######## sram_port_arbiter ########
## config.mk

```make
export PLATFORM = sky130hd
export DESIGN_NAME = sram_port_arbiter
export DESIGN_NICKNAME = d
export VERILOG_FILES = /design/src/rtl/sram_port_arbiter.sv
export SDC_FILE = /design/constraint.sdc
export NUM_CORES = 1
export LEC_CHECK = 0
export CORE_MARGIN = 1.5
export CORE_UTILIZATION = 25
export DETAILED_ROUTE_END_ITERATION = 7
export PLACE_DENSITY = 0.78
export SLEW_MARGIN = 20
export SYNTH_ARGS = -nofsm -noshare
export SYNTH_HDL_FRONTEND = slang
export SYNTH_SLANG_ARGS = --single-unit
```

## constraint.sdc

```tcl
create_clock -name clk -period 2.1 [get_ports clk]
set_clock_uncertainty 0.05 [all_clocks]
set_input_delay 0.42 -clock clk [delete_from_list [all_inputs] [get_ports clk]]
set_output_delay 0.42 -clock clk [all_outputs]
set_load 0.03 [all_outputs]
```

## src/rtl/sram_port_arbiter.sv

```systemverilog
// Round-robin burst arbiter sharing one single-port SRAM between NREQ masters.
// Define ARB_FIXED_PRIO_EN for fixed priority (index 0 highest) instead of round-robin.
module sram_port_arbiter #(
   parameter int NREQ      = 3,
   parameter int ADDR_W    = 10,
   parameter int DATA_W    = 16,
   parameter int MAX_BURST = 8
) (
   input  logic                     clk,
   input  logic                     rst,
   input  logic [NREQ-1:0]          req,
   input  logic [NREQ-1:0]          last,
   input  logic [NREQ*ADDR_W-1:0]   addr,
   input  logic [NREQ-1:0]          we,
   input  logic [NREQ*DATA_W-1:0]   wdata,
   output logic [NREQ-1:0]          gnt,
   output logic [NREQ-1:0]          rvalid,
   output logic [DATA_W-1:0]        rdata,
   output logic                     sram_cs,
   output logic                     sram_we,
   output logic [ADDR_W-1:0]        sram_addr,
   output logic [DATA_W-1:0]        sram_wdata,
   input  logic [DATA_W-1:0]        sram_rdata,
   output logic                     busy
);

   localparam int IDX_W = (NREQ > 1) ? $clog2(NREQ) : 1;
   localparam int CNT_W = $clog2(MAX_BURST + 1);

   typedef enum logic {IDLE, OWN} state_t;

   state_t           state;
   logic [CNT_W-1:0] cnt;
   logic [IDX_W-1:0] idx;
   logic             beat;
   logic             burst_end;
   logic             dropped;
   logic             arb_en;
   logic [NREQ-1:0]  winner;

   // First set request at or above start, then wrapping around from index 0.
   function automatic logic [NREQ-1:0] pick_winner(input logic [NREQ-1:0]  r,
                                                   input logic [IDX_W-1:0] start);
      logic [NREQ-1:0] w;
      logic            found;
      w     = '0;
      found = 1'b0;
      for (int j = 0; j < NREQ; j++) begin
         if (!found && r[j] && (j >= int'(start))) begin
            w[j]  = 1'b1;
            found = 1'b1;
         end
      end
      for (int j = 0; j < NREQ; j++) begin
         if (!found && r[j]) begin
            w[j]  = 1'b1;
            found = 1'b1;
         end
      end
      return w;
   endfunction

   always_comb begin
      idx = '0;
      for (int j = 0; j < NREQ; j++) begin
         if (gnt[j]) idx = IDX_W'(j);
      end
   end

   // gnt is one-hot, so a granted cycle without a beat means the owner dropped req.
   assign beat      = |(gnt & req);
   assign dropped   = (state == OWN) && !beat;
   assign burst_end = beat && (last[idx] || (cnt >= CNT_W'(MAX_BURST - 1)));
   assign arb_en    = (state == IDLE) || burst_end;

`ifdef ARB_FIXED_PRIO_EN
   assign winner = pick_winner(req, '0);
`else
   logic [IDX_W-1:0] ptr;
   logic [IDX_W-1:0] idx_next;

   assign idx_next = (idx == IDX_W'(NREQ - 1)) ? '0 : idx + IDX_W'(1);
   assign winner   = pick_winner(req, burst_end ? idx_next : ptr);

   always_ff @(posedge clk or posedge rst) begin
      if (rst) begin
         ptr <= '0;
      end else if (burst_end || dropped) begin
         ptr <= idx_next;
      end
   end
`endif

   always_ff @(posedge clk or posedge rst) begin
      if (rst) begin
         state  <= IDLE;
         gnt    <= '0;
         rvalid <= '0;
         cnt    <= '0;
      end else begin
         rvalid <= (beat && !we[idx]) ? gnt : '0;
         if (arb_en && (|winner)) begin
            state <= OWN;
            gnt   <= winner;
            cnt   <= '0;
         end else if (dropped) begin
            state <= IDLE;
            gnt   <= '0;
         end else if (beat && (cnt != CNT_W'(MAX_BURST))) begin
            cnt <= cnt + CNT_W'(1);
         end
      end
   end

   always_comb begin
      sram_addr  = '0;
      sram_wdata = '0;
      for (int j = 0; j < NREQ; j++) begin
         if (gnt[j]) begin
            sram_addr  = addr[j*ADDR_W +: ADDR_W];
            sram_wdata = wdata[j*DATA_W +: DATA_W];
         end
      end
   end

   assign sram_cs = beat;
   assign sram_we = beat & we[idx];
   assign rdata   = sram_rdata;
   assign busy    = |gnt;

endmodule

```

######## big_field_insert_tx_flat ########
==> src/rtl/big_field_insert_tx_if.sv <==
// Handshake bundle for big_field_insert_tx: field value port plus payload-in and frame-out AXI-stream.
interface big_field_insert_tx_if #(
    parameter int unsigned DSIZE     = 8,
    parameter int unsigned FIELD_LEN = 8
) ();
    logic                         enable;
    logic [DSIZE*FIELD_LEN-1:0]   value;
    logic                         value_valid;
    logic                         value_ready;
    logic [DSIZE-1:0]             s_tdata;
    logic                         s_tvalid;
    logic                         s_tlast;
    logic                         s_tready;
    logic [DSIZE-1:0]             m_tdata;
    logic                         m_tvalid;
    logic                         m_tlast;
    logic                         m_tready;

    modport master (
        output enable, value, value_valid, s_tdata, s_tvalid, s_tlast, m_tready,
        input  value_ready, s_tready, m_tdata, m_tvalid, m_tlast
    );

    modport slave (
        input  enable, value, value_valid, s_tdata, s_tvalid, s_tlast, m_tready,
        output value_ready, s_tready, m_tdata, m_tvalid, m_tlast
    );
endinterface

==> src/rtl/big_field_insert_tx.sv <==
// Prepends a latched DSIZE*FIELD_LEN-bit field as FIELD_LEN MSB-first header beats, then
// passes the payload frame through unchanged up to its tlast.
module big_field_insert_tx #(
    parameter int unsigned DSIZE     = 8,
    parameter int unsigned FIELD_LEN = 8
) (
    input  logic                  i_clock,
    input  logic                  i_rst,
    big_field_insert_tx_if.slave  bus,
    output logic [15:0]           o_frame_cnt
);
    localparam int unsigned FW     = DSIZE * FIELD_LEN;
    localparam int unsigned BEAT_W = (FIELD_LEN > 1) ? $clog2(FIELD_LEN) : 1;
    localparam logic [BEAT_W-1:0] LAST_BEAT = BEAT_W'(FIELD_LEN - 1);

    typedef enum logic [1:0] {ST_IDLE, ST_HEAD, ST_BODY} state_t;

    state_t              r_state;
    state_t              w_state_next;
    logic [FW-1:0]       r_value;
    logic [BEAT_W-1:0]   r_beat;
    logic [15:0]         r_frame_cnt;
    logic                w_value_fire;
    logic                w_head_fire;
    logic                w_last_fire;

    assign w_value_fire = (r_state == ST_IDLE) && bus.enable && bus.value_valid;
    assign w_head_fire  = (r_state == ST_HEAD) && bus.m_tready;
    assign w_last_fire  = (r_state == ST_BODY) && bus.s_tvalid && bus.m_tready && bus.s_tlast;

    always_ff @(posedge i_clock) begin
        if (i_rst) begin
            r_state <= ST_IDLE;
        end else begin
            r_state <= w_state_next;
        end
    end

    always_comb begin
        w_state_next = r_state;
        case (r_state)
            ST_IDLE: begin
                if (w_value_fire) begin
                    w_state_next = ST_HEAD;
                end else if (!bus.enable && bus.s_tvalid) begin
                    w_state_next = ST_BODY;
                end
            end
            ST_HEAD: begin
                if (w_head_fire && (r_beat == LAST_BEAT)) begin
                    w_state_next = ST_BODY;
                end
            end
            ST_BODY: begin
                if (w_last_fire) begin
                    w_state_next = ST_IDLE;
                end
            end
            default: w_state_next = ST_IDLE;
        endcase
    end

    // Header data is always the top slice of the shifting field register.
    always_comb begin
        bus.value_ready = 1'b0;
        bus.s_tready    = 1'b0;
        bus.m_tvalid    = 1'b0;
        bus.m_tlast     = 1'b0;
        bus.m_tdata     = '0;
        case (r_state)
            ST_IDLE: begin
                bus.value_ready = bus.enable;
            end
            ST_HEAD: begin
                bus.m_tvalid = 1'b1;
                bus.m_tdata  = r_value[FW-1 -: DSIZE];
            end
            ST_BODY: begin
                bus.m_tdata  = bus.s_tdata;
                bus.m_tvalid = bus.s_tvalid;
                bus.m_tlast  = bus.s_tlast;
                bus.s_tready = bus.m_tready;
            end
            default: ;
        endcase
        if (i_rst) begin
            bus.value_ready = 1'b0;
            bus.s_tready    = 1'b0;
            bus.m_tvalid    = 1'b0;
            bus.m_tlast     = 1'b0;
        end
    end

    always_ff @(posedge i_clock) begin
        if (i_rst) begin
            r_value     <= '0;
            r_beat      <= '0;
            r_frame_cnt <= '0;
        end else begin
            if (w_value_fire) begin
                r_value <= bus.value;
                r_beat  <= '0;
            end else if (w_head_fire) begin
                r_value <= r_value << DSIZE;
                r_beat  <= r_beat + BEAT_W'(1);
            end
            if (w_last_fire) begin
                r_frame_cnt <= r_frame_cnt + 16'd1;
            end
        end
    end

    assign o_frame_cnt = r_frame_cnt;
endmodule
==> src/flat_wrapper.sv <==
// flat-port wrapper written by rule: the top's interface ports become plain ports
module big_field_insert_tx_flat 
#(
    parameter int unsigned DSIZE     = 8,
    parameter int unsigned FIELD_LEN = 8
)
  (i_clock, i_rst, o_frame_cnt, bus_enable, bus_value, bus_value_valid, bus_s_tdata, bus_s_tvalid, bus_s_tlast, bus_m_tready, bus_value_ready, bus_s_tready, bus_m_tdata, bus_m_tvalid, bus_m_tlast);
  big_field_insert_tx_if #(.DSIZE(DSIZE), .FIELD_LEN(FIELD_LEN)) bus_i ();
  input  logic i_clock;
  input  logic i_rst;
  output logic [15:0] o_frame_cnt;
  input wire logic [$bits(bus_i.enable)-1:0] bus_enable;
  input wire logic [$bits(bus_i.value)-1:0] bus_value;
  input wire logic [$bits(bus_i.value_valid)-1:0] bus_value_valid;
  input wire logic [$bits(bus_i.s_tdata)-1:0] bus_s_tdata;
  input wire logic [$bits(bus_i.s_tvalid)-1:0] bus_s_tvalid;
  input wire logic [$bits(bus_i.s_tlast)-1:0] bus_s_tlast;
  input wire logic [$bits(bus_i.m_tready)-1:0] bus_m_tready;
  output wire logic [$bits(bus_i.value_ready)-1:0] bus_value_ready;
  output wire logic [$bits(bus_i.s_tready)-1:0] bus_s_tready;
  output wire logic [$bits(bus_i.m_tdata)-1:0] bus_m_tdata;
  output wire logic [$bits(bus_i.m_tvalid)-1:0] bus_m_tvalid;
  output wire logic [$bits(bus_i.m_tlast)-1:0] bus_m_tlast;
  assign bus_i.enable = bus_enable;
  assign bus_i.value = bus_value;
  assign bus_i.value_valid = bus_value_valid;
  assign bus_i.s_tdata = bus_s_tdata;
  assign bus_i.s_tvalid = bus_s_tvalid;
  assign bus_i.s_tlast = bus_s_tlast;
  assign bus_i.m_tready = bus_m_tready;
  assign bus_value_ready = bus_i.value_ready;
  assign bus_s_tready = bus_i.s_tready;
  assign bus_m_tdata = bus_i.m_tdata;
  assign bus_m_tvalid = bus_i.m_tvalid;
  assign bus_m_tlast = bus_i.m_tlast;
  big_field_insert_tx #(.DSIZE(DSIZE), .FIELD_LEN(FIELD_LEN)) u_core (.i_clock(i_clock), .i_rst(i_rst), .bus(bus_i), .o_frame_cnt(o_frame_cnt));
endmodule
==> config.mk <==
export PLATFORM = sky130hd
export DESIGN_NAME = big_field_insert_tx_flat
export DESIGN_NICKNAME = d
export VERILOG_FILES = /design/src/rtl/big_field_insert_tx_if.sv /design/src/rtl/big_field_insert_tx.sv /design/src/flat_wrapper.sv
export SDC_FILE = /design/constraint.sdc
export NUM_CORES = 1
export LEC_CHECK = 0
export CORE_ASPECT_RATIO = 1.1
export CORE_MARGIN = 3
export CORE_UTILIZATION = 47
export CTS_CLUSTER_SIZE = 8
export DETAILED_ROUTE_END_ITERATION = 8
export HOLD_SLACK_MARGIN = 0.05
export PLACE_DENSITY = 0.78
export SYNTH_ARGS = -nofsm -noshare
export SYNTH_HDL_FRONTEND = slang
export SYNTH_SLANG_ARGS = --single-unit
==> constraint.sdc <==
create_clock -name i_clock -period 1.9 [get_ports i_clock]
set_clock_uncertainty 0.05 [all_clocks]
set_input_delay 0.38 -clock i_clock [delete_from_list [all_inputs] [get_ports i_clock]]
set_output_delay 0.38 -clock i_clock [all_outputs]
set_load 0.1 [all_outputs]
### The clock network, big_field_insert_tx_flat

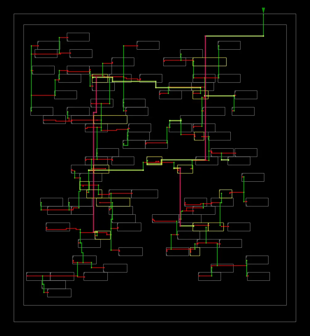
source-to-sink clock delay at the later pin of the worst-skew pair: 360 ps
clk pwr: 0.00160 W

### Supply network, big_field_insert_tx_flat

The bar under the picture is 20 µm long. Pins as bars on the die edge.
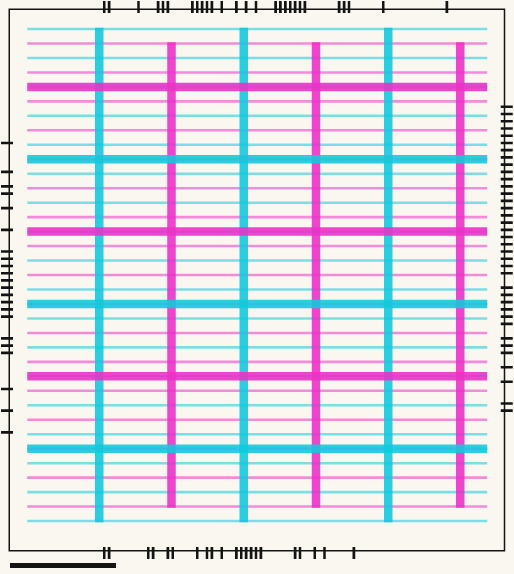
cyan -> VSS
magenta -> VDD
met5 straps = 6
met1 rails = 35
area of the core: 7998 µm²
Die X-Extent: 92.81 µm

==> results.ini, big_field_insert_tx_flat <==
[logic_synthesis]
syn_area_per_cell_um2=7.968
flop_cell=dfxtp_1

[placement]
placement.cell_area_um2=5522

[run_status]
status=complete, but fails checks
failed_checks=negative setup slack

[finish]
syn2layout_area_growth_pct=59.31
final_util_pct=77.61
buffers=140

[global_route]
number_of_antenna_violations_at_the_first_check_in_global_routing=0
grt_busiest_layer=met2
grt.total_usage_pct=24.14

[floorplan]
floorplanUtilization_pct=48.72

[timing]
setup_viol=10
postLayoutSetupSlackWorst_ps=-120.3

[pwr]
power.total_w=0.005824

big_field_insert_tx_flat: power breakdown:
part / switching [W] / internal (W)
Combinational: 0.00107 / 0.000949
Sequential: 0.000168 / 0.00204
Clock: 0.000699 / 0.000896
Total: 0.00194 / 0.00389
big_field_insert_tx_flat: flip-flops by register name, summed over array words and instances (netlist names):
signal / flops
u_core.r_state: 2
u_core.r_beat: 3
u_core.o_frame_cnt: 16
u_core.r_value: 64
big_field_insert_tx_flat: critical path, cell delays in order, from the launching register on:
cell and delay, ps:
dfxtp_4 370, inv_4 70, ha_4 230, buf_6 160
a22oi_2 90, nor2b_4 130, buf_12 180
### Supply network, sram_port_arbiter

The bar under the picture is 20 µm long. Pins as bars on the die edge.
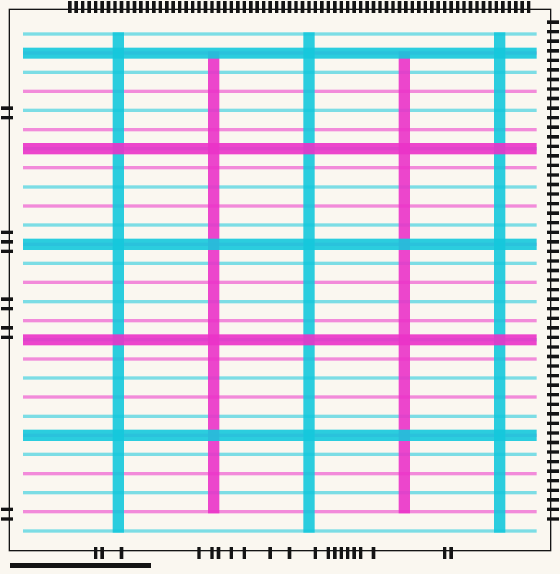
cyan -> VSS
magenta -> VDD
rows = 26
met1 rails = 27
met5 straps = 5
met4 straps = 5

==> results.ini, sram_port_arbiter <==
[detailed_routing]
m1WireLength_um=2258
max_used_layer=met4
ant_nets=0
wl_per_cell_um=14.74
route.detailed.vias_per_inst=4.925
dr.first_iter.drc_count=81

[timing]
postLayoutSetupSlackWorst_ps=-11.07
setup_viol=1
final_period_minus_worst_setup_slack_ps=2111
period_used_pct=100.5
grt_setup_unrepaired=true
max_clock_freq_mhz=473.7

[finish]
clock_cell_area_share_pct=1.554
n_sequential_cell=13
multiInputCombCellCount=141

[logic_synthesis]
simple_gate_area_share_pct=19.36
ys_types=36
syn_area_per_cell_um2=7.178
synth_top_area_share_pct=23.85

[run_status]
status=complete, but fails checks
failed_checks=negative setup slack

[global_route]
grt_util_met2_pct=30.53
gr-usage-met1_pct=19.30
first_global_vias=1715

[pwr]
leakagePower_nw=1.203
power.density_cell_area_nw_per_um2=1091

[floorplan]
core_area_um2=5172
die-height_um=76.86

[worst_setup_path]
nature_of_the_critical_path_endpoint=flip-flop
cp.arrival_ps=2190

[placement]
placement.cell_area_um2=2693

[clock_tree]
post-cts-setup-buffer-count=2

-- sram_port_arbiter: registers in the layout, summed over array words and instances (netlist names) --
signal and count:
cnt 4, gnt 3, rvalid 3, ptr 2
state 1
-- sram_port_arbiter: stage by stage --
step	hold slack [ps]	instances	worst slack, ps	power, W
global route	488.0	386	-84.54	0.003367
global placement	447.9	374	-458.8	0.002675
detailed placement	451.8	374	-497.4	0.002710
floorplan	246.8	190	-192.1	0.001874
finish	444.6	386	-11.07	0.003160
CTS	463.9	380	0.8356	0.002995

==> notes/layouts.md <==
Pictures saved along the way, in no particular order.

Signal wires by layer.
The bar under the picture is 20 µm long. Two of the layers only.
panel A
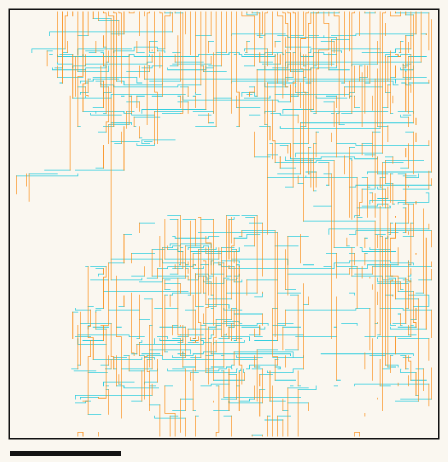
panel B
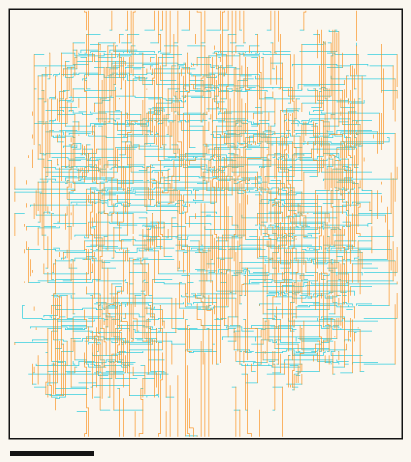
Of these, most wire: panel B
Of these, largest die: panel B
| from | picture |
|---|---|
| sram_port_arbiter | panel A |
| big_field_insert_tx_flat | panel B |



==> notes/layouts.md <==
Pictures saved along the way, in no particular order.

Met3 routing.
image #1
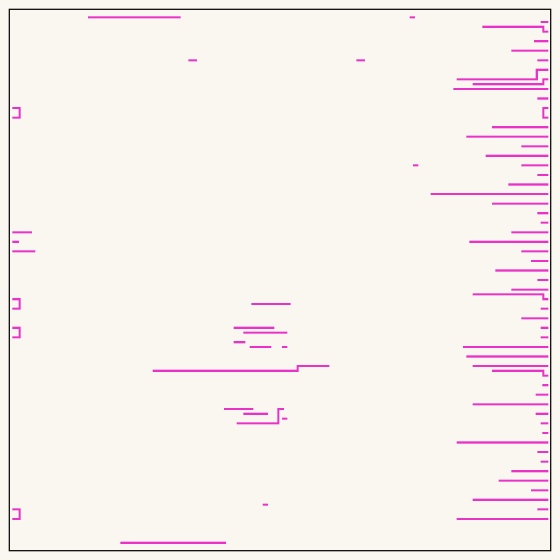
image #2
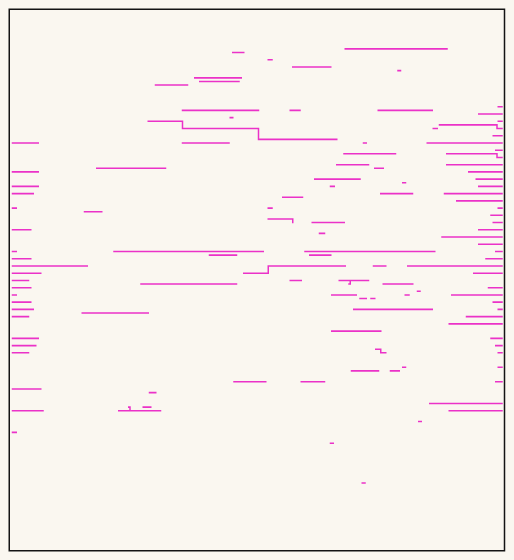
sram_port_arbiter: image #1
big_field_insert_tx_flat: image #2

Key to image #2:
share of all routed wire = 5.3%
wire length on this layer = 673 µm
main direction = horizontal
longest straight run = 28.1 µm

Power and IR drop assume default switching activity.
